# ---- block 1 ----
block_1/floorplan.png
Drawn at 3 px/um. Pins as bars on the die edge. Tap cells in grey.
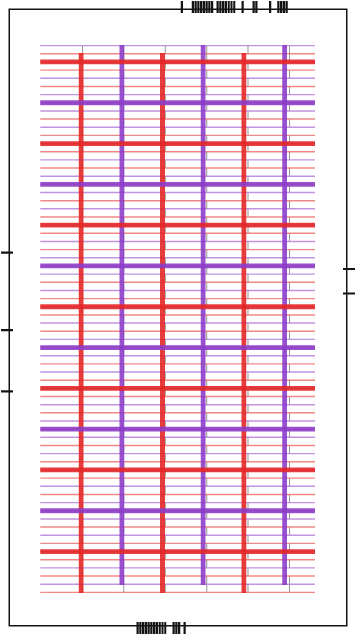

===== config.mk =====
export PLATFORM = sky130hd
export DESIGN_NAME = alu_secuencial
export DESIGN_NICKNAME = d
export VERILOG_FILES = /design/src/rtl/alu_pkg.sv /design/src/rtl/divisor_iterativo.sv /design/src/rtl/alu_secuencial.sv
export SDC_FILE = /design/constraint.sdc
export NUM_CORES = 1
export LEC_CHECK = 0
export ABC_AREA = 1
export CAP_MARGIN = 15
export CORE_AREA = 10 10 102 195
export DETAILED_ROUTE_END_ITERATION = 10
export DIE_AREA = 0 0 112 205
export GPL_TIMING_DRIVEN = 0
export PLACE_DENSITY = 0.78
export SLEW_MARGIN = 10
export SYNTH_ARGS = -nofsm -noshare
export SYNTH_HDL_FRONTEND = slang
export SYNTH_HIERARCHICAL = 1
export SYNTH_SLANG_ARGS = --single-unit

===== constraint.sdc =====
create_clock -name reloj -period 9.2 [get_ports reloj]
set_input_delay 1.38 -clock reloj [delete_from_list [all_inputs] [get_ports reloj]]
set_output_delay 1.38 -clock reloj [all_outputs]
set_load 0.1 [all_outputs]

===== src/rtl/alu_pkg.sv =====
// rtl/alu_pkg.sv - opcodes, FSM encoding and op classification for alu_secuencial
package alu_pkg;

   localparam logic [2:0] OP_SUM = 3'b000;
   localparam logic [2:0] OP_RES = 3'b001;
   localparam logic [2:0] OP_PRO = 3'b010;
   localparam logic [2:0] OP_DIV = 3'b011;
   localparam logic [2:0] OP_MOD = 3'b100;
   localparam logic [2:0] OP_AND = 3'b101;
   localparam logic [2:0] OP_OR  = 3'b110;
   localparam logic [2:0] OP_XOR = 3'b111;

   localparam logic [1:0] LIBRE   = 2'd0;
   localparam logic [1:0] CALCULA = 2'd1;
   localparam logic [1:0] ENTREGA = 2'd2;

   // Division by zero short-circuits to a one-cycle answer.
   function automatic logic es_iterativo(input logic [2:0] op,
                                         input logic       mult_iter,
                                         input logic       divisor_cero);
      return ((op == OP_DIV || op == OP_MOD) && !divisor_cero) ||
             (op == OP_PRO && mult_iter);
   endfunction

endpackage


===== src/rtl/divisor_iterativo.sv =====
// rtl/divisor_iterativo.sv - restoring divider, one quotient bit per step of the shared counter
module divisor_iterativo #(
   parameter int ANCHO = 8
) (
   input  logic                   reloj,
   input  logic                   reinicio,
   input  logic                   inicio_i,
   input  logic                   paso_i,
   input  logic [ANCHO-1:0]       dividendo_i,
   input  logic [ANCHO-1:0]       divisor_i,
   input  logic [$clog2(ANCHO):0] cuenta_i,
   output logic [ANCHO-1:0]       cociente_o,
   output logic [ANCHO-1:0]       residuo_o,
   output logic                   fin_o
);

   localparam int CW = $clog2(ANCHO) + 1;
   localparam logic [CW-1:0] CUENTA_FIN = CW'(ANCHO - 1);

   logic [ANCHO-1:0] resto_q, resto_d;
   logic [ANCHO-1:0] cociente_q, cociente_d;
   logic [ANCHO-1:0] divisor_q;
   logic [ANCHO:0]   desplazado, diferencia;

   always_comb begin
      desplazado = {resto_q, cociente_q[ANCHO-1]};
      diferencia = desplazado - {1'b0, divisor_q};
      if (diferencia[ANCHO]) begin
         resto_d    = desplazado[ANCHO-1:0];
         cociente_d = {cociente_q[ANCHO-2:0], 1'b0};
      end else begin
         resto_d    = diferencia[ANCHO-1:0];
         cociente_d = {cociente_q[ANCHO-2:0], 1'b1};
      end
   end

   always_ff @(posedge reloj) begin
      if (reinicio) begin
         resto_q    <= '0;
         cociente_q <= '0;
         divisor_q  <= '0;
      end else if (inicio_i) begin
         resto_q    <= '0;
         cociente_q <= dividendo_i;
         divisor_q  <= divisor_i;
      end else if (paso_i) begin
         resto_q    <= resto_d;
         cociente_q <= cociente_d;
      end
   end

   // The last step is taken combinationally so the result lands on the final counter edge.
   assign cociente_o = cociente_d;
   assign residuo_o  = resto_d;
   assign fin_o      = (cuenta_i == CUENTA_FIN);

endmodule


===== src/rtl/alu_secuencial.sv =====
// rtl/alu_secuencial.sv - multi-cycle ALU with valid/ready handshakes and iterative DIV/MOD/PRO
module alu_secuencial
   import alu_pkg::*;
#(
   parameter int ANCHO     = 8,
   parameter int MULT_ITER = 1
) (
   input  logic                 reloj,
   input  logic                 reinicio,
   input  logic                 entrada_valida,
   output logic                 entrada_lista,
   input  logic [2:0]           Codigo_OP,
   input  logic [ANCHO-1:0]     Dato0,
   input  logic [ANCHO-1:0]     Dato1,
   output logic [2*ANCHO-1:0]   Resultado,
   output logic                 resultado_valido,
   input  logic                 resultado_listo,
   output logic                 banderaA,
   output logic                 banderaB,
   output logic                 banderaC
);

   localparam int   CW           = $clog2(ANCHO) + 1;
   localparam logic MULT_ES_ITER = (MULT_ITER != 0);

   logic [1:0]         estado_q, estado_d;
   logic [2:0]         op_q, op_d;
   logic [CW-1:0]      cuenta_q, cuenta_d;
   logic [2*ANCHO-1:0] resultado_q, resultado_d;
   logic               banderaA_q, banderaA_d;
   logic               banderaB_q, banderaB_d;
   logic               banderaC_q, banderaC_d;

   logic               acepta, paso, fin_calculo, divisor_cero;
   logic [ANCHO-1:0]   cociente, residuo;
   logic [2*ANCHO-1:0] producto_iter, producto_comb;
   logic [2*ANCHO+1:0] salida_acepta, salida_fin;

   // Packs {banderaC, banderaA, Resultado}; banderaB is derived from the result by the caller.
   function automatic logic [2*ANCHO+1:0] calcula(input logic [2:0]         op,
                                                  input logic [ANCHO-1:0]   a,
                                                  input logic [ANCHO-1:0]   b,
                                                  input logic [2*ANCHO-1:0] prod,
                                                  input logic [ANCHO-1:0]   coc,
                                                  input logic [ANCHO-1:0]   res,
                                                  input logic               cero);
      logic [ANCHO:0]     suma, resta;
      logic [2*ANCHO-1:0] r;
      logic               fa;
      suma  = {1'b0, a} + {1'b0, b};
      resta = {1'b0, a} - {1'b0, b};
      r     = '0;
      fa    = 1'b0;
      case (op)
         OP_SUM: begin r = {{(ANCHO-1){1'b0}}, suma}; fa = suma[ANCHO]; end
         OP_RES: begin r[ANCHO-1:0] = resta[ANCHO-1:0]; fa = resta[ANCHO]; end
         OP_PRO: begin r = prod; fa = |prod[2*ANCHO-1:ANCHO]; end
         OP_DIV: r[ANCHO-1:0] = coc;
         OP_MOD: r[ANCHO-1:0] = res;
         OP_AND: r[ANCHO-1:0] = a & b;
         OP_OR:  r[ANCHO-1:0] = a | b;
         OP_XOR: r[ANCHO-1:0] = a ^ b;
         default: r = '0;
      endcase
      return {cero && (op == OP_DIV || op == OP_MOD), fa, r};
   endfunction

   assign divisor_cero  = (Dato1 == '0);
   assign entrada_lista = (estado_q == LIBRE) && !reinicio;
   assign acepta        = entrada_valida && entrada_lista;
   assign paso          = (estado_q == CALCULA);
   assign producto_comb = (2*ANCHO)'(Dato0) * (2*ANCHO)'(Dato1);

   // At accept the DIV/MOD inputs already carry the divide-by-zero answers.
   assign salida_acepta = calcula(Codigo_OP, Dato0, Dato1, producto_comb, '1, Dato0, divisor_cero);
   assign salida_fin    = calcula(op_q, '0, '0, producto_iter, cociente, residuo, 1'b0);

   divisor_iterativo #(.ANCHO(ANCHO)) u_divisor (
      .reloj       (reloj),
      .reinicio    (reinicio),
      .inicio_i    (acepta),
      .paso_i      (paso),
      .dividendo_i (Dato0),
      .divisor_i   (Dato1),
      .cuenta_i    (cuenta_q),
      .cociente_o  (cociente),
      .residuo_o   (residuo),
      .fin_o       (fin_calculo)
   );

   generate
      if (MULT_ITER != 0) begin : g_mult_iter
         logic [ANCHO-1:0]   multiplicando_q;
         logic [2*ANCHO-1:0] producto_q;
         logic [ANCHO:0]     suma_parcial;

         // Upper half accumulates, lower half shifts the multiplier out LSB first.
         assign suma_parcial  = {1'b0, producto_q[2*ANCHO-1:ANCHO]} +
                                (producto_q[0] ? {1'b0, multiplicando_q} : '0);
         assign producto_iter = {suma_parcial, producto_q[ANCHO-1:1]};

         always_ff @(posedge reloj) begin
            if (reinicio) begin
               multiplicando_q <= '0;
               producto_q      <= '0;
            end else if (acepta) begin
               multiplicando_q <= Dato0;
               producto_q      <= {{ANCHO{1'b0}}, Dato1};
            end else if (paso) begin
               producto_q <= producto_iter;
            end
         end
      end else begin : g_mult_comb
         assign producto_iter = '0;
      end
   endgenerate

   always_comb begin
      estado_d    = estado_q;
      op_d        = op_q;
      cuenta_d    = cuenta_q;
      resultado_d = resultado_q;
      banderaA_d  = banderaA_q;
      banderaB_d  = banderaB_q;
      banderaC_d  = banderaC_q;
      case (estado_q)
         LIBRE: begin
            if (acepta) begin
               op_d     = Codigo_OP;
               cuenta_d = '0;
               if (es_iterativo(Codigo_OP, MULT_ES_ITER, divisor_cero)) begin
                  estado_d = CALCULA;
               end else begin
                  estado_d = ENTREGA;
                  {banderaC_d, banderaA_d, resultado_d} = salida_acepta;
                  banderaB_d = (salida_acepta[2*ANCHO-1:0] == '0);
               end
            end
         end
         CALCULA: begin
            if (fin_calculo) begin
               estado_d = ENTREGA;
               {banderaC_d, banderaA_d, resultado_d} = salida_fin;
               banderaB_d = (salida_fin[2*ANCHO-1:0] == '0);
            end else begin
               cuenta_d = cuenta_q + 1'b1;
            end
         end
         ENTREGA: begin
            if (resultado_listo) estado_d = LIBRE;
         end
         default: estado_d = LIBRE;
      endcase
   end

   always_ff @(posedge reloj) begin
      if (reinicio) begin
         estado_q    <= LIBRE;
         op_q        <= OP_SUM;
         cuenta_q    <= '0;
         resultado_q <= '0;
         banderaA_q  <= 1'b0;
         banderaB_q  <= 1'b0;
         banderaC_q  <= 1'b0;
      end else begin
         estado_q    <= estado_d;
         op_q        <= op_d;
         cuenta_q    <= cuenta_d;
         resultado_q <= resultado_d;
         banderaA_q  <= banderaA_d;
         banderaB_q  <= banderaB_d;
         banderaC_q  <= banderaC_d;
      end
   end

   assign Resultado        = resultado_q;
   assign resultado_valido = (estado_q == ENTREGA);
   assign banderaA         = banderaA_q;
   assign banderaB         = banderaB_q;
   assign banderaC         = banderaC_q;

endmodule

# ---- block 2 ----
[config.mk]
export PLATFORM = sky130hd
export DESIGN_NAME = mem_arbiter
export DESIGN_NICKNAME = d
export VERILOG_FILES = /design/src/rtl/mem_arbiter.sv
export SDC_FILE = /design/constraint.sdc
export NUM_CORES = 1
export LEC_CHECK = 0
export CAP_MARGIN = 5
export CELL_PAD_IN_SITES_DETAIL_PLACEMENT = 0
export CELL_PAD_IN_SITES_GLOBAL_PLACEMENT = 2
export CORE_UTILIZATION = 22
export DETAILED_ROUTE_END_ITERATION = 16
export GPL_TIMING_DRIVEN = 0
export PLACE_DENSITY_LB_ADDON = 0.2
export SETUP_SLACK_MARGIN = 0.05
export SLEW_MARGIN = 20
export SYNTH_ARGS = -nofsm -noshare
export SYNTH_HDL_FRONTEND = slang
export SYNTH_SLANG_ARGS = --single-unit
[constraint.sdc]
create_clock -name clk -period 4.3 [get_ports clk]
set_input_delay 0.43 -clock clk [delete_from_list [all_inputs] [get_ports clk]]
set_output_delay 0.43 -clock clk [all_outputs]
set_load 0.02 [all_outputs]
[src/rtl/mem_arbiter.sv]
// Two-port (instruction/data) arbiter in front of a single-request memory.
// Serves one transaction at a time. The memory-side request is registered, the
// completion pulse goes back to the client combinationally, and every
// transaction is followed by one quiet cycle before the next grant.
module mem_arbiter #(
    parameter bit FAIR = 1'b1   // 1: round-robin on contention, 0: data port always wins
) (
    input  logic        clk,
    input  logic        rst,

    input  logic        i_read,
    input  logic [15:0] i_address,
    output logic        i_resp,
    output logic [15:0] i_rdata,

    input  logic        d_read,
    input  logic        d_write,
    input  logic [1:0]  d_byte_enable,
    input  logic [15:0] d_address,
    input  logic [15:0] d_wdata,
    output logic        d_resp,
    output logic [15:0] d_rdata,

    output logic        mem_read,
    output logic        mem_write,
    output logic [1:0]  mem_byte_enable,
    output logic [15:0] mem_address,
    output logic [15:0] mem_wdata,
    input  logic        mem_resp,
    input  logic [15:0] mem_rdata
);

    localparam int unsigned AW  = 16;
    localparam int unsigned DW  = 16;
    localparam int unsigned BEW = 2;

    typedef enum logic [1:0] {
        IDLE = 2'd0,
        BUSY = 2'd1,
        DONE = 2'd2
    } state_t;

    state_t           state_q, state_d;
    logic             grant_d_q, grant_d_d;   // port owning the transaction: 1 = data, 0 = instruction
    logic             last_d_q, last_d_d;     // last-served port: 1 = data, 0 = instruction
    logic             mem_read_d, mem_write_d;
    logic [BEW-1:0]   mem_byte_enable_d;
    logic [AW-1:0]    mem_address_d;
    logic [DW-1:0]    mem_wdata_d;
    logic             d_req;
    logic             pick_d;

    // Request decode and arbitration winner
    assign d_req  = d_read | d_write;
    assign pick_d = d_req & (~i_read | ~FAIR | ~last_d_q);

    // Read data fans out to both clients; each qualifies it with its own resp
    assign i_rdata = mem_rdata;
    assign d_rdata = mem_rdata;

    // State, grant bookkeeping and memory request registers
    always_ff @(posedge clk or posedge rst) begin
        if (rst) begin
            state_q         <= IDLE;
            grant_d_q       <= 1'b0;
            last_d_q        <= 1'b0;
            mem_read        <= 1'b0;
            mem_write       <= 1'b0;
            mem_byte_enable <= '0;
            mem_address     <= '0;
            mem_wdata       <= '0;
        end else begin
            state_q         <= state_d;
            grant_d_q       <= grant_d_d;
            last_d_q        <= last_d_d;
            mem_read        <= mem_read_d;
            mem_write       <= mem_write_d;
            mem_byte_enable <= mem_byte_enable_d;
            mem_address     <= mem_address_d;
            mem_wdata       <= mem_wdata_d;
        end
    end

    // Next state, grant latch and combinational completion pulses
    always_comb begin
        state_d           = state_q;
        grant_d_d         = grant_d_q;
        last_d_d          = last_d_q;
        mem_read_d        = mem_read;
        mem_write_d       = mem_write;
        mem_byte_enable_d = mem_byte_enable;
        mem_address_d     = mem_address;
        mem_wdata_d       = mem_wdata;
        i_resp            = 1'b0;
        d_resp            = 1'b0;

        case (state_q)
            IDLE: begin
                if (i_read | d_req) begin
                    state_d   = BUSY;
                    grant_d_d = pick_d;
                    last_d_d  = pick_d;
                    if (pick_d) begin
                        mem_write_d       = d_write;
                        mem_read_d        = d_read & ~d_write;
                        mem_byte_enable_d = d_byte_enable;
                        mem_address_d     = d_address;
                        mem_wdata_d       = d_wdata;
                    end else begin
                        mem_write_d       = 1'b0;
                        mem_read_d        = 1'b1;
                        mem_byte_enable_d = BEW'(2'b11);
                        mem_address_d     = i_address;
                        mem_wdata_d       = '0;
                    end
                end
            end
            BUSY: begin
                if (mem_resp) begin
                    i_resp      = ~grant_d_q;
                    d_resp      = grant_d_q;
                    mem_read_d  = 1'b0;
                    mem_write_d = 1'b0;
                    state_d     = DONE;
                end
            end
            DONE: begin
                state_d = IDLE;
            end
            default: begin
                state_d = IDLE;
            end
        endcase
    end

endmodule

# ---- block 3 ----
File: src/rtl/mips_multicycle_ctrl.sv
// Multi-cycle MIPS sequencing controller: fetch/decode/execute/memory/writeback FSM
// with memory handshake and wait watchdog. Define MIPS_CTRL_ILLEGAL_TRAP_EN to trap on illegal instructions.
`timescale 1ns/1ps

module mips_multicycle_ctrl #(
    parameter int unsigned WAIT_MAX = 15
) (
    input  logic       clk,
    input  logic       rst_n,
    input  logic [5:0] OPCODE,
    input  logic [5:0] FUNCT,
    input  logic       ZERO,
    input  logic       MEM_READY,
    output logic       MEM_REQ,
    output logic       ADDR_SRC,
    output logic       MEM_WRITE,
    output logic       IR_WRITE,
    output logic       PC_WRITE,
    output logic       PC_SRC,
    output logic       REG_DST,
    output logic       REG_WRITE,
    output logic       EX_TOP,
    output logic       ALU_SRC,
    output logic [3:0] ALU_OP,
    output logic       MEM2REG,
    output logic       INSTR_DONE,
    output logic       ILLEGAL,
    output logic       MEM_TIMEOUT
);

    localparam int unsigned CW = (WAIT_MAX > 0) ? $clog2(WAIT_MAX + 1) : 1;
    localparam logic [CW-1:0] WAIT_LIM = CW'(WAIT_MAX);

    typedef enum logic [3:0] {
        FETCH, DECODE, EXEC_R, EXEC_I, MEM_ADDR, MEM_RD, MEM_WR,
        WB_ALU, WB_MEM, BRANCH, TRAP
    } state_e;

    typedef enum logic [3:0] {
        K_ADD, K_SUB, K_AND, K_OR, K_SLT, K_ADDI, K_LHI, K_LLO,
        K_LW, K_SW, K_BEQ, K_ILL
    } kind_e;

    function automatic kind_e decode(input logic [5:0] op, input logic [5:0] fn);
        kind_e k;
        k = K_ILL;
        case (op)
            6'b000000: begin
                case (fn)
                    6'b100000: k = K_ADD;
                    6'b100010: k = K_SUB;
                    6'b100100: k = K_AND;
                    6'b100101: k = K_OR;
                    6'b101010: k = K_SLT;
                    default:   k = K_ILL;
                endcase
            end
            6'b001000: k = K_ADDI;
            6'b011001: k = K_LHI;
            6'b011000: k = K_LLO;
            6'b100011: k = K_LW;
            6'b101011: k = K_SW;
            6'b000100: k = K_BEQ;
            default:   k = K_ILL;
        endcase
        return k;
    endfunction

    state_e          state_q, state_d;
    kind_e           kind_q, kind_d;
    logic [CW-1:0]   cnt_q, cnt_d;
    logic            timeout_q, timeout_d;

    logic       mem_req_c, addr_src_c, mem_write_c, ir_write_c, pc_write_c, pc_src_c;
    logic       reg_dst_c, reg_write_c, ex_top_c, alu_src_c, mem2reg_c, done_c, illegal_c;
    logic [3:0] alu_op_c;
    logic       waiting;
    kind_e      dec_kind;

    always_comb begin
        state_d     = state_q;
        kind_d      = kind_q;
        mem_req_c   = 1'b0;
        addr_src_c  = 1'b0;
        mem_write_c = 1'b0;
        ir_write_c  = 1'b0;
        pc_write_c  = 1'b0;
        pc_src_c    = 1'b0;
        reg_dst_c   = 1'b0;
        reg_write_c = 1'b0;
        ex_top_c    = 1'b0;
        alu_src_c   = 1'b0;
        alu_op_c    = 4'b0000;
        mem2reg_c   = 1'b0;
        done_c      = 1'b0;
        illegal_c   = 1'b0;
        dec_kind    = decode(OPCODE, FUNCT);

        case (state_q)
            FETCH: begin
                mem_req_c = 1'b1;
                if (MEM_READY) begin
                    ir_write_c = 1'b1;
                    pc_write_c = 1'b1;
                    state_d    = DECODE;
                end
            end
            DECODE: begin
                kind_d = dec_kind;
                case (dec_kind)
                    K_ADD, K_SUB, K_AND, K_OR, K_SLT: state_d = EXEC_R;
                    K_ADDI, K_LHI, K_LLO:             state_d = EXEC_I;
                    K_LW, K_SW:                       state_d = MEM_ADDR;
                    K_BEQ:                            state_d = BRANCH;
                    default: begin
                        illegal_c = 1'b1;
`ifdef MIPS_CTRL_ILLEGAL_TRAP_EN
                        state_d = TRAP;
`else
                        done_c  = 1'b1;
                        state_d = FETCH;
`endif
                    end
                endcase
            end
            EXEC_R: begin
                case (kind_q)
                    K_SUB:   alu_op_c = 4'b0110;
                    K_AND:   alu_op_c = 4'b0000;
                    K_OR:    alu_op_c = 4'b0001;
                    K_SLT:   alu_op_c = 4'b0111;
                    default: alu_op_c = 4'b0010;
                endcase
                state_d = WB_ALU;
            end
            EXEC_I: begin
                alu_src_c = 1'b1;
                case (kind_q)
                    K_LHI:   alu_op_c = 4'b1000;
                    K_LLO:   alu_op_c = 4'b1001;
                    default: begin
                        ex_top_c = 1'b1;
                        alu_op_c = 4'b0010;
                    end
                endcase
                state_d = WB_ALU;
            end
            MEM_ADDR: begin
                alu_src_c = 1'b1;
                ex_top_c  = 1'b1;
                alu_op_c  = 4'b0010;
                state_d   = (kind_q == K_SW) ? MEM_WR : MEM_RD;
            end
            MEM_RD: begin
                mem_req_c  = 1'b1;
                addr_src_c = 1'b1;
                if (MEM_READY) state_d = WB_MEM;
            end
            MEM_WR: begin
                mem_req_c   = 1'b1;
                addr_src_c  = 1'b1;
                mem_write_c = 1'b1;
                if (MEM_READY) begin
                    done_c  = 1'b1;
                    state_d = FETCH;
                end
            end
            WB_ALU: begin
                reg_write_c = 1'b1;
                mem2reg_c   = 1'b1;
                reg_dst_c   = kind_q inside {K_ADD, K_SUB, K_AND, K_OR, K_SLT};
                done_c      = 1'b1;
                state_d     = FETCH;
            end
            WB_MEM: begin
                reg_write_c = 1'b1;
                done_c      = 1'b1;
                state_d     = FETCH;
            end
            BRANCH: begin
                alu_op_c   = 4'b0110;
                pc_write_c = ZERO;
                pc_src_c   = 1'b1;
                done_c     = 1'b1;
                state_d    = FETCH;
            end
            TRAP:    state_d = TRAP;
            default: state_d = FETCH;
        endcase
    end

    // Watchdog saturates at the limit; the flag stays set but the FSM keeps waiting.
    always_comb begin
        waiting = mem_req_c & ~MEM_READY;
        cnt_d   = cnt_q;
        if (mem_req_c && MEM_READY) begin
            cnt_d = '0;
        end else if (waiting && (cnt_q != WAIT_LIM)) begin
            cnt_d = cnt_q + CW'(1);
        end
        timeout_d = timeout_q | (waiting & (cnt_d == WAIT_LIM));
    end

`ifdef MIPS_CTRL_ILLEGAL_TRAP_EN
    logic illegal_q, illegal_d;

    always_comb begin
        illegal_d = illegal_q | illegal_c;
    end

    always_ff @(posedge clk) begin
        if (!rst_n) begin
            illegal_q <= 1'b0;
        end else begin
            illegal_q <= illegal_d;
        end
    end
`endif

    always_ff @(posedge clk) begin
        if (!rst_n) begin
            state_q   <= FETCH;
            kind_q    <= K_ILL;
            cnt_q     <= '0;
            timeout_q <= 1'b0;
        end else begin
            state_q   <= state_d;
            kind_q    <= kind_d;
            cnt_q     <= cnt_d;
            timeout_q <= timeout_d;
        end
    end

    always_comb begin
        MEM_REQ     = rst_n & mem_req_c;
        ADDR_SRC    = rst_n & addr_src_c;
        MEM_WRITE   = rst_n & mem_write_c;
        IR_WRITE    = rst_n & ir_write_c;
        PC_WRITE    = rst_n & pc_write_c;
        PC_SRC      = rst_n & pc_src_c;
        REG_DST     = rst_n & reg_dst_c;
        REG_WRITE   = rst_n & reg_write_c;
        EX_TOP      = rst_n & ex_top_c;
        ALU_SRC     = rst_n & alu_src_c;
        ALU_OP      = rst_n ? alu_op_c : 4'b0000;
        MEM2REG     = rst_n & mem2reg_c;
        INSTR_DONE  = rst_n & done_c;
        MEM_TIMEOUT = rst_n & timeout_q;
`ifdef MIPS_CTRL_ILLEGAL_TRAP_EN
        ILLEGAL     = rst_n & illegal_q;
`else
        ILLEGAL     = rst_n & illegal_c;
`endif
    end

endmodule

File: config.mk
export PLATFORM = sky130hd
export DESIGN_NAME = mips_multicycle_ctrl
export DESIGN_NICKNAME = d
export VERILOG_FILES = /design/src/rtl/mips_multicycle_ctrl.sv
export SDC_FILE = /design/constraint.sdc
export NUM_CORES = 1
export LEC_CHECK = 0
export ABC_AREA = 1
export CAP_MARGIN = 15
export CORE_MARGIN = 2
export CORE_UTILIZATION = 30
export DETAILED_ROUTE_END_ITERATION = 12
export PLACE_DENSITY = 0.64
export SYNTH_ARGS = -nofsm -noshare
export SYNTH_HDL_FRONTEND = slang
export SYNTH_SLANG_ARGS = --single-unit
File: constraint.sdc
create_clock -name clk -period 4.6 [get_ports clk]
set_input_delay 1.38 -clock clk [delete_from_list [all_inputs] [get_ports clk]]
set_output_delay 1.38 -clock clk [all_outputs]
set_load 0.05 [all_outputs]
# ---- block 4 ----
## config.mk

```make
export PLATFORM = sky130hd
export DESIGN_NAME = store_buffer
export DESIGN_NICKNAME = d
export VERILOG_FILES = /design/src/rtl/store_buffer.sv
export SDC_FILE = /design/constraint.sdc
export NUM_CORES = 1
export LEC_CHECK = 0
export CAP_MARGIN = 15
export CORE_ASPECT_RATIO = 0.5
export CORE_UTILIZATION = 60
export CTS_BUF_LIST = sky130_fd_sc_hd__clkbuf_2
export DETAILED_ROUTE_END_ITERATION = 10
export PLACE_DENSITY = 0.84
export SYNTH_ARGS = -nofsm -noshare
export SYNTH_HDL_FRONTEND = slang
export SYNTH_SLANG_ARGS = --single-unit
```

## constraint.sdc

```tcl
create_clock -name clk -period 8.75 [get_ports clk]
set_clock_uncertainty 0.15 [all_clocks]
set_input_delay 1.75 -clock clk [delete_from_list [all_inputs] [get_ports clk]]
set_output_delay 1.75 -clock clk [all_outputs]
set_load 0.05 [all_outputs]
```

## src/rtl/store_buffer.sv

```systemverilog
// Write-back store buffer: FIFO of pending stores that drains into the data
// memory whenever no load owns the memory port, with youngest-match forwarding.
module store_buffer #(
    parameter int AW    = 32,
    parameter int DW    = 32,
    parameter int DEPTH = 4
) (
    input  logic                       clk,
    input  logic                       rst,
    input  logic                       st_valid,
    input  logic [AW-1:0]              st_addr,
    input  logic [DW-1:0]              st_data,
    output logic                       st_ready,
    input  logic                       ld_valid,
    input  logic [AW-1:0]              ld_addr,
    output logic                       ld_hit,
    output logic [DW-1:0]              ld_fwd_data,
    output logic                       mem_we,
    output logic [AW-1:0]              mem_addr,
    output logic [DW-1:0]              mem_wdata,
    output logic [$clog2(DEPTH+1)-1:0] count,
    output logic                       empty,
    output logic                       full
);

    localparam int PW = $clog2(DEPTH);
    localparam int CW = $clog2(DEPTH+1);

    // Handshake: a store transfers on a rising edge where st_valid && st_ready;
    // st_ready comes from registered count only, so it never depends on st_valid.

    logic [AW-1:0]    addr_q [DEPTH];
    logic [AW-1:0]    addr_d [DEPTH];
    logic [DW-1:0]    data_q [DEPTH];
    logic [DW-1:0]    data_d [DEPTH];
    logic [DEPTH-1:0] valid_q, valid_d;
    logic [PW-1:0]    head_q, head_d;
    logic [PW-1:0]    tail_q, tail_d;
    logic [CW-1:0]    count_q, count_d;

    logic          push;
    logic          drain;
    logic [PW-1:0] fwd_idx;

    always_comb begin
        empty    = (count_q == '0);
        full     = (count_q == CW'(DEPTH));
        st_ready = !full;
        count    = count_q;
        push     = st_valid && !full;
        drain    = !empty && !ld_valid;
    end

    // Memory port: a load always wins; the head entry drains only in idle cycles.
    always_comb begin
        mem_we    = drain;
        mem_addr  = ld_addr;
        mem_wdata = '0;
        if (drain) begin
            mem_addr  = addr_q[head_q];
            mem_wdata = data_q[head_q];
        end
    end

    always_comb begin
        addr_d  = addr_q;
        data_d  = data_q;
        valid_d = valid_q;
        head_d  = head_q;
        tail_d  = tail_q;
        count_d = count_q;
        if (drain) begin
            valid_d[head_q] = 1'b0;
            head_d          = head_q + PW'(1);
        end
        if (push) begin
            addr_d[tail_q]  = st_addr;
            data_d[tail_q]  = st_data;
            valid_d[tail_q] = 1'b1;
            tail_d          = tail_q + PW'(1);
        end
        case ({push, drain})
            2'b10:   count_d = count_q + CW'(1);
            2'b01:   count_d = count_q - CW'(1);
            default: count_d = count_q;
        endcase
    end

    // Scan oldest to youngest from head; the last match seen is the youngest.
    always_comb begin
        ld_hit      = 1'b0;
        ld_fwd_data = '0;
        fwd_idx     = head_q;
        for (int i = 0; i < DEPTH; i++) begin
            fwd_idx = head_q + PW'(i);
            if (valid_q[fwd_idx] && (addr_q[fwd_idx] == ld_addr)) begin
                ld_hit      = 1'b1;
                ld_fwd_data = data_q[fwd_idx];
            end
        end
    end

    always_ff @(posedge clk or posedge rst) begin
        if (rst) begin
            valid_q <= '0;
            head_q  <= '0;
            tail_q  <= '0;
            count_q <= '0;
        end else begin
            valid_q <= valid_d;
            head_q  <= head_d;
            tail_q  <= tail_d;
            count_q <= count_d;
        end
    end

    // Entry payload needs no reset; valid bits gate every use of it.
    always_ff @(posedge clk) begin
        addr_q <= addr_d;
        data_q <= data_d;
    end

endmodule
```

block_3/class_map.png
Drawn at 8 px/um. Fill, decap, tap and diode cells in grey.
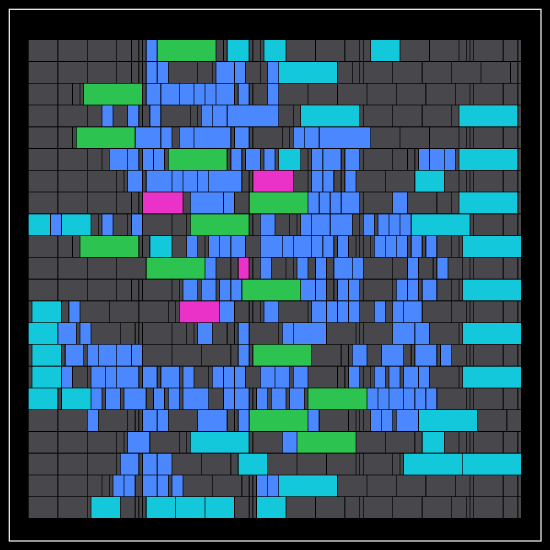
- remaining logic cells: blue (cells 186; share of their area 53%)
- clock drivers and dummy loads: magenta (cells 4; share of their area 2.6%)
- sequential cells: green (cells 13; share of their area 15%)
- remaining buffers and delay cells: cyan (cells 36; share of their area 29%)
utilization after layout: 47.8%
sequential share of cell area: 14.8%
final non-filler cell area: 0.00176 mm^2
number of cell rows: 22
standard cell core area: 0.00369 mm^2

==> notes.md, block 3 <==
Implementation progress

The net switching power in the latest report is 214 uW. Looking at the cell usage after synthesis, the top flip-flop cell is sky130_fd_sc_hd__dfxtp_1. The fraction of standard cell area in multi-input logic stands at 42.2%. The gate count after technology mapping stands at 201. The average instance in the mapped netlist occupies 5.79 um^2. The capture point of the critical path was reported as INSTR_DONE. Counting tap cells, the placed design contains a total of 283 instances.

Among the non-sequential cells, simple AND/OR/NAND/NOR gates take the most area. The number of enable flip-flop cells stands at 0. The power report lists cell-internal power as 288 uW. The final number of hold-violating endpoints stands at 0. The worst reg-to-reg setup slack stands at 3.15 ns. The synthesized netlist devotes 0.753% of its cell area to XOR and XNOR gates. The largest part of the power goes to combinational logic.

The critical path in this run is classified as in2out. For the worst reg-to-reg path, the startpoint reported by OpenROAD is state_q[2]. The flow ran to the end, and the final reports show no timing, DRC or antenna violations. After synthesis, the design contains 201 cells according to Yosys. The maximum clock frequency stands at 229 MHz. The number of buffers added to fix hold violations after cts stands at 0.

The startpoint identified for the worst hold timing path is timeout_q. The layout has 42 inverters outside the clock class. The width of the die stands at 66.3 um.

The final sequential cell count stands at 13.
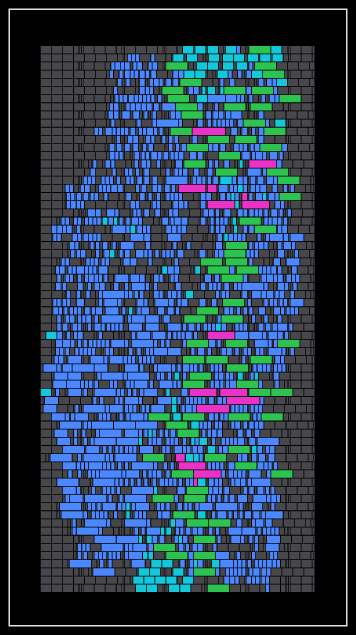
block_1/class_map.png
Drawn at 3 px/um. Fill, decap, tap and diode cells in grey.
- clock drivers and dummy loads: magenta (cells 16; share of their area 3.8%)
- sequential cells: green (cells 76; share of their area 17%)
- remaining logic cells: blue (cells 1183; share of their area 72%)
- remaining buffers and delay cells: cyan (cells 92; share of their area 7.4%)

Notes on block_1/floorplan.png above:
- VSS: red
- VDD: purple
- signal pins: 44
- rows: 67
- met1 rails: 68
Max rail drop VDD: 0.138 mV
Die Ht: 205 um
Die Wd: 112 um
standard cell core area: 0.0167 mm^2

==> notes.md, block 1 <==
Implementation progress

The flow ran to the end, and the final reports show no timing, DRC or antenna violations. The library cells used most frequently in the layout, excluding fill and tap cells, are sky130_fd_sc_hd__nand2_1, sky130_fd_sc_hd__inv_1, sky130_fd_sc_hd__nand3_1, sky130_fd_sc_hd__nor2_1, sky130_fd_sc_hd__ha_1. The cell total in the yosys stat output stands at 1311. Summing all flip-flop and latch instances after layout gives 0.00152 mm^2. The critical path is of the in2reg type.

The fraction of met3 tracks used by global routing stands at 2.31%. After detailed routing, the average wire length per cell comes to 17.3 um. The highest metal layer carrying signal wires in the routed design is met4.

The number of ordinary inverters in the final layout stands at 253. The root buffer cell chosen for the clock tree is sky130_fd_sc_hd__clkbuf_16. Power spread over the standard cell area amounts to 259 mW/mm^2. The global router reports that the layer with the highest usage is met2.

The mean post-synth cell area stands at 6.25 um^2. The clock sink count stands at 76. The largest part of the power goes to combinational logic.

The slew at the pin closest to its max-slew limit stands at 0.998 ns. Measured in cells, the most critical reg-to-reg path has a length of 21. The number of antenna violations at the first check in global routing is 0. The count of buffers from port buffering stands at 40.

The final-layout clock buffer total stands at 10. The area growth from synthesis to layout stands at 12.2%. The synthesis stat section lists a flop and latch total of 76. Per report_power, the Combinational row totals 1.52 mW. The global-route wire length before repair stands at 43.3 mm. The total net switching power stands at 1.23 mW. For met1 alone, demand over resource in global routing was 21.5%. The area share of and-or/or-and cells after synthesis stands at 10.2%.

Counting stages on the worst path, the most repeated cell is sky130_fd_sc_hd__nand2_1. The endpoint of the worst hold path is reported as g_mult_iter.multiplicando_q[1]. The detailed placer reported the number of placed instances as 1558. The inserted tap cell count stands at 207. At the end of the flow the core is filled with cells to 55.1%. The total iterations of the first detailed-routing run stands at 6. The most critical setup path has its startpoint at Dato0[1]. The gate count after technology mapping stands at 1311. Max-slew check failures listed in the final report amount to 0. The highest fanout seen on the critical path stands at 9.

The number of top-level design ports stands at 44. The area of the die stands at 0.0230 mm^2. The power in sequential cells stands at 458 uW. The sum of internal, switching and leakage power stands at 2.38 mW. The startpoint identified for the worst hold timing path is g_mult_iter.multiplicando_q[1].

The count of antenna-violating nets left after detailed routing stands at 0. The routability congestion estimate stands at 1.02. Per the timing report, the most critical flop-to-flop path finishes at banderaB.

In this run, post-CTS hold repair placed 0 buffers. After synthesis, flip-flops and latches occupy 18.6% of the total area. Per STA, the worst path is made up of clkdlybuf4s50_1, clkbuf_1, nand2_1, fa_1, fa_1, inv_1, fa_1, inv_1, fa_1, inv_1, ha_1, nand2_1, nand2_1, a21oi_1, nand2_1, nand2_1, nand2_1, nand2_1, nand2_1, nand2_1, nand2_1, nor2_1, nand4_1, a21oi_1.

The endpoint required time on the critical path stands at 9.47 ns. Summed over all nets, the half-perimeter wirelength after detailed placement is 21.9 mm.
block_4/layers.png
Drawn at 2 px/um.
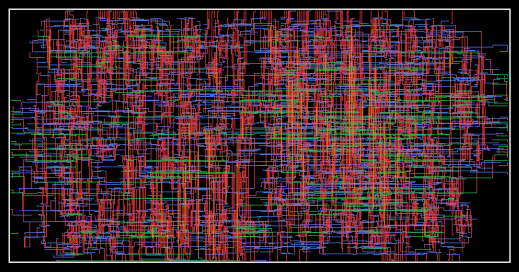
- M2: red (wire length 24.2 mm)
- M1: blue (wire length 17900 um)
- M3: green (wire length 5140 um)
- M4: orange (wire length 1790 um)
total via count after detailed routing: 13100
overall routing resource usage: 31.6%
average wire length per cell after detail routing: 26.2 um

==> notes.md, block 4 <==
Implementation progress

The flow ran to the end, and the final reports show no timing, DRC or antenna violations. The kind of cell with the highest combined delay along the critical path is simple AND/OR/NAND/NOR gates. Setup repair after global routing left no endpoint under its margin.

OpenSTA, run right after detailed placement, puts the worst setup slack at 1.46 ns. The post-synthesis xor/xnor area fraction stands at 5.38%. The adder and majority cell fraction of the synthesized area stands at 0.721%. The flow reported a cell area power density of 369 mW/mm^2. The worst setup path is captured at an output pin. After Yosys synthesis, and, or, nand and nor cells account for 5.54% of the synthesized area. Summed over all layers, the global routing overflow is 0. Counting along the longest clock path gives a buffer depth of 3.

The clock insertion delay at the later pin of the skew report stands at 0.93 ns. The clock slew seen by the registers of the worst setup and hold paths stands at 0.10 ns. The number of slew-limit violations in the final report stands at 0. The count of instances resized after the clock tree is built stands at 0.
block_2/clock_wires.png
Drawn at 4 px/um.
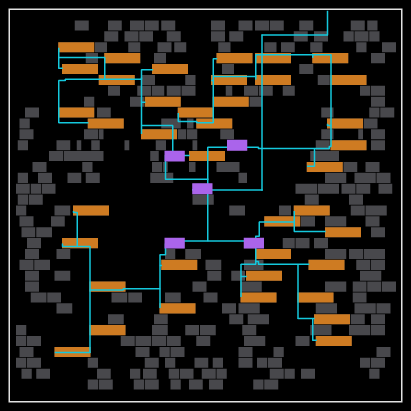
- clock wires: cyan (length 539 um)
- clock-net drivers: purple (count 5)
- flip-flops: orange (count 39)
- routed clock nets: 6
- flops lie: widely spread

==> notes.md, block 2 <==
Implementation progress

The run finished, with violations left. The final reports fail on DRC. The number of setup buffers added after CTS is 0.

Among all flip-flop cells after synthesis, the most frequent one is sky130_fd_sc_hd__dfrtp_1. The critical path buffer and inverter count stands at 3. Of the total power, registers draw 31.1%. The cell leakage power stands at 1.53 nW. Entering global routing, the biggest net connects 27 pins. Yosys attributes the largest share of cell area to sky130_fd_sc_hd__dfrtp_1, sky130_fd_sc_hd__mux2_4, sky130_fd_sc_hd__buf_4. The relative contribution of combinational cells to total power stands at 55.9%.

The antenna diode count stands at 0. In the final layout, excluding clock buffers the buffer count is 163. The H-tree was split into 2 levels. Counting flops with a built-in enable in the synthesized netlist gives 0. The total iterations of the first detailed-routing run stands at 10.

The net count of the finished layout is 352. The detailed-route wire length per cell stands at 13.4 um. Per the synthesis report, the XOR/XNOR share of the synthesized area is 0%. The first global-routing pass estimated 8.51 mm of wire. The highest layer touched by signal routing is met4. The DRC violation count after routing stands at 16.


==> screenshots <==
Routed clock nets over the placement.
image #1
Drawn at 2 px/um.
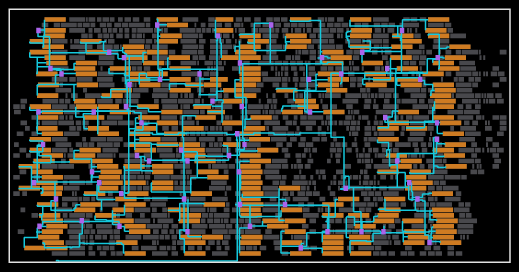
image #2
Drawn at 2 px/um.
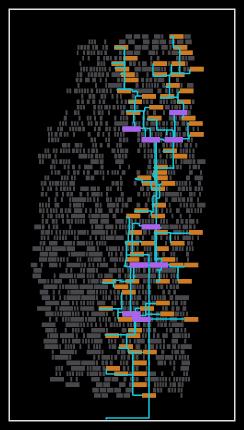
image #3
Drawn at 6 px/um.
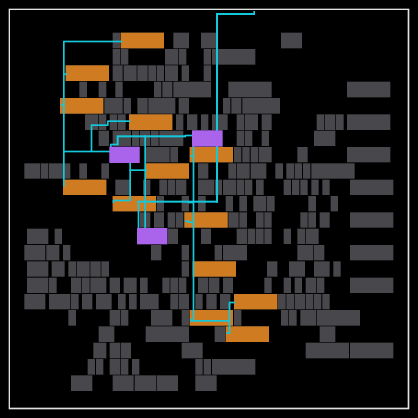
For block 1, see image #2.
For block 3, see image #3.
For block 4, see image #1.


## Gallery

Supply network.
picture 1
Drawn at 2 px/um. Pins as bars on the die edge. Tap cells in grey.
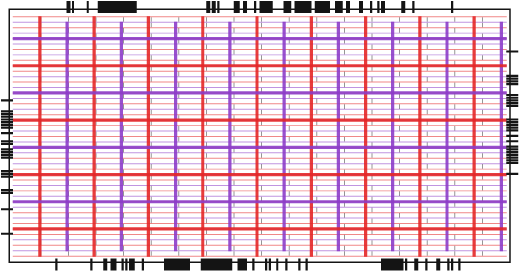
picture 2
Drawn at 8 px/um. Pins as bars on the die edge. Tap cells in grey.
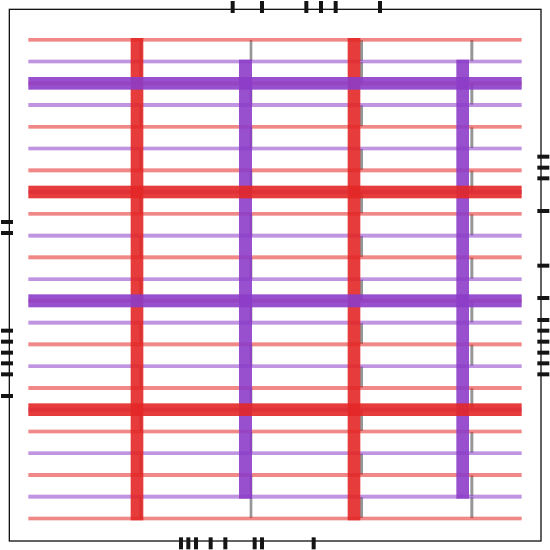
picture 3
Drawn at 4 px/um. Pins as bars on the die edge. Tap cells in grey.
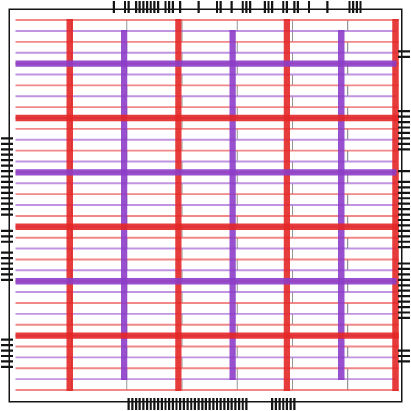
| picture | from |
|---|---|
| picture 2 | block 3 |
| picture 1 | block 4 |
| picture 3 | block 2 |
- smallest die: picture 2
- largest die: picture 1

Key to picture 3:
- VDD: purple
- VSS: red
- rows: 34
- tap cells: 108

Power is estimated from default activity; no workload was simulated.
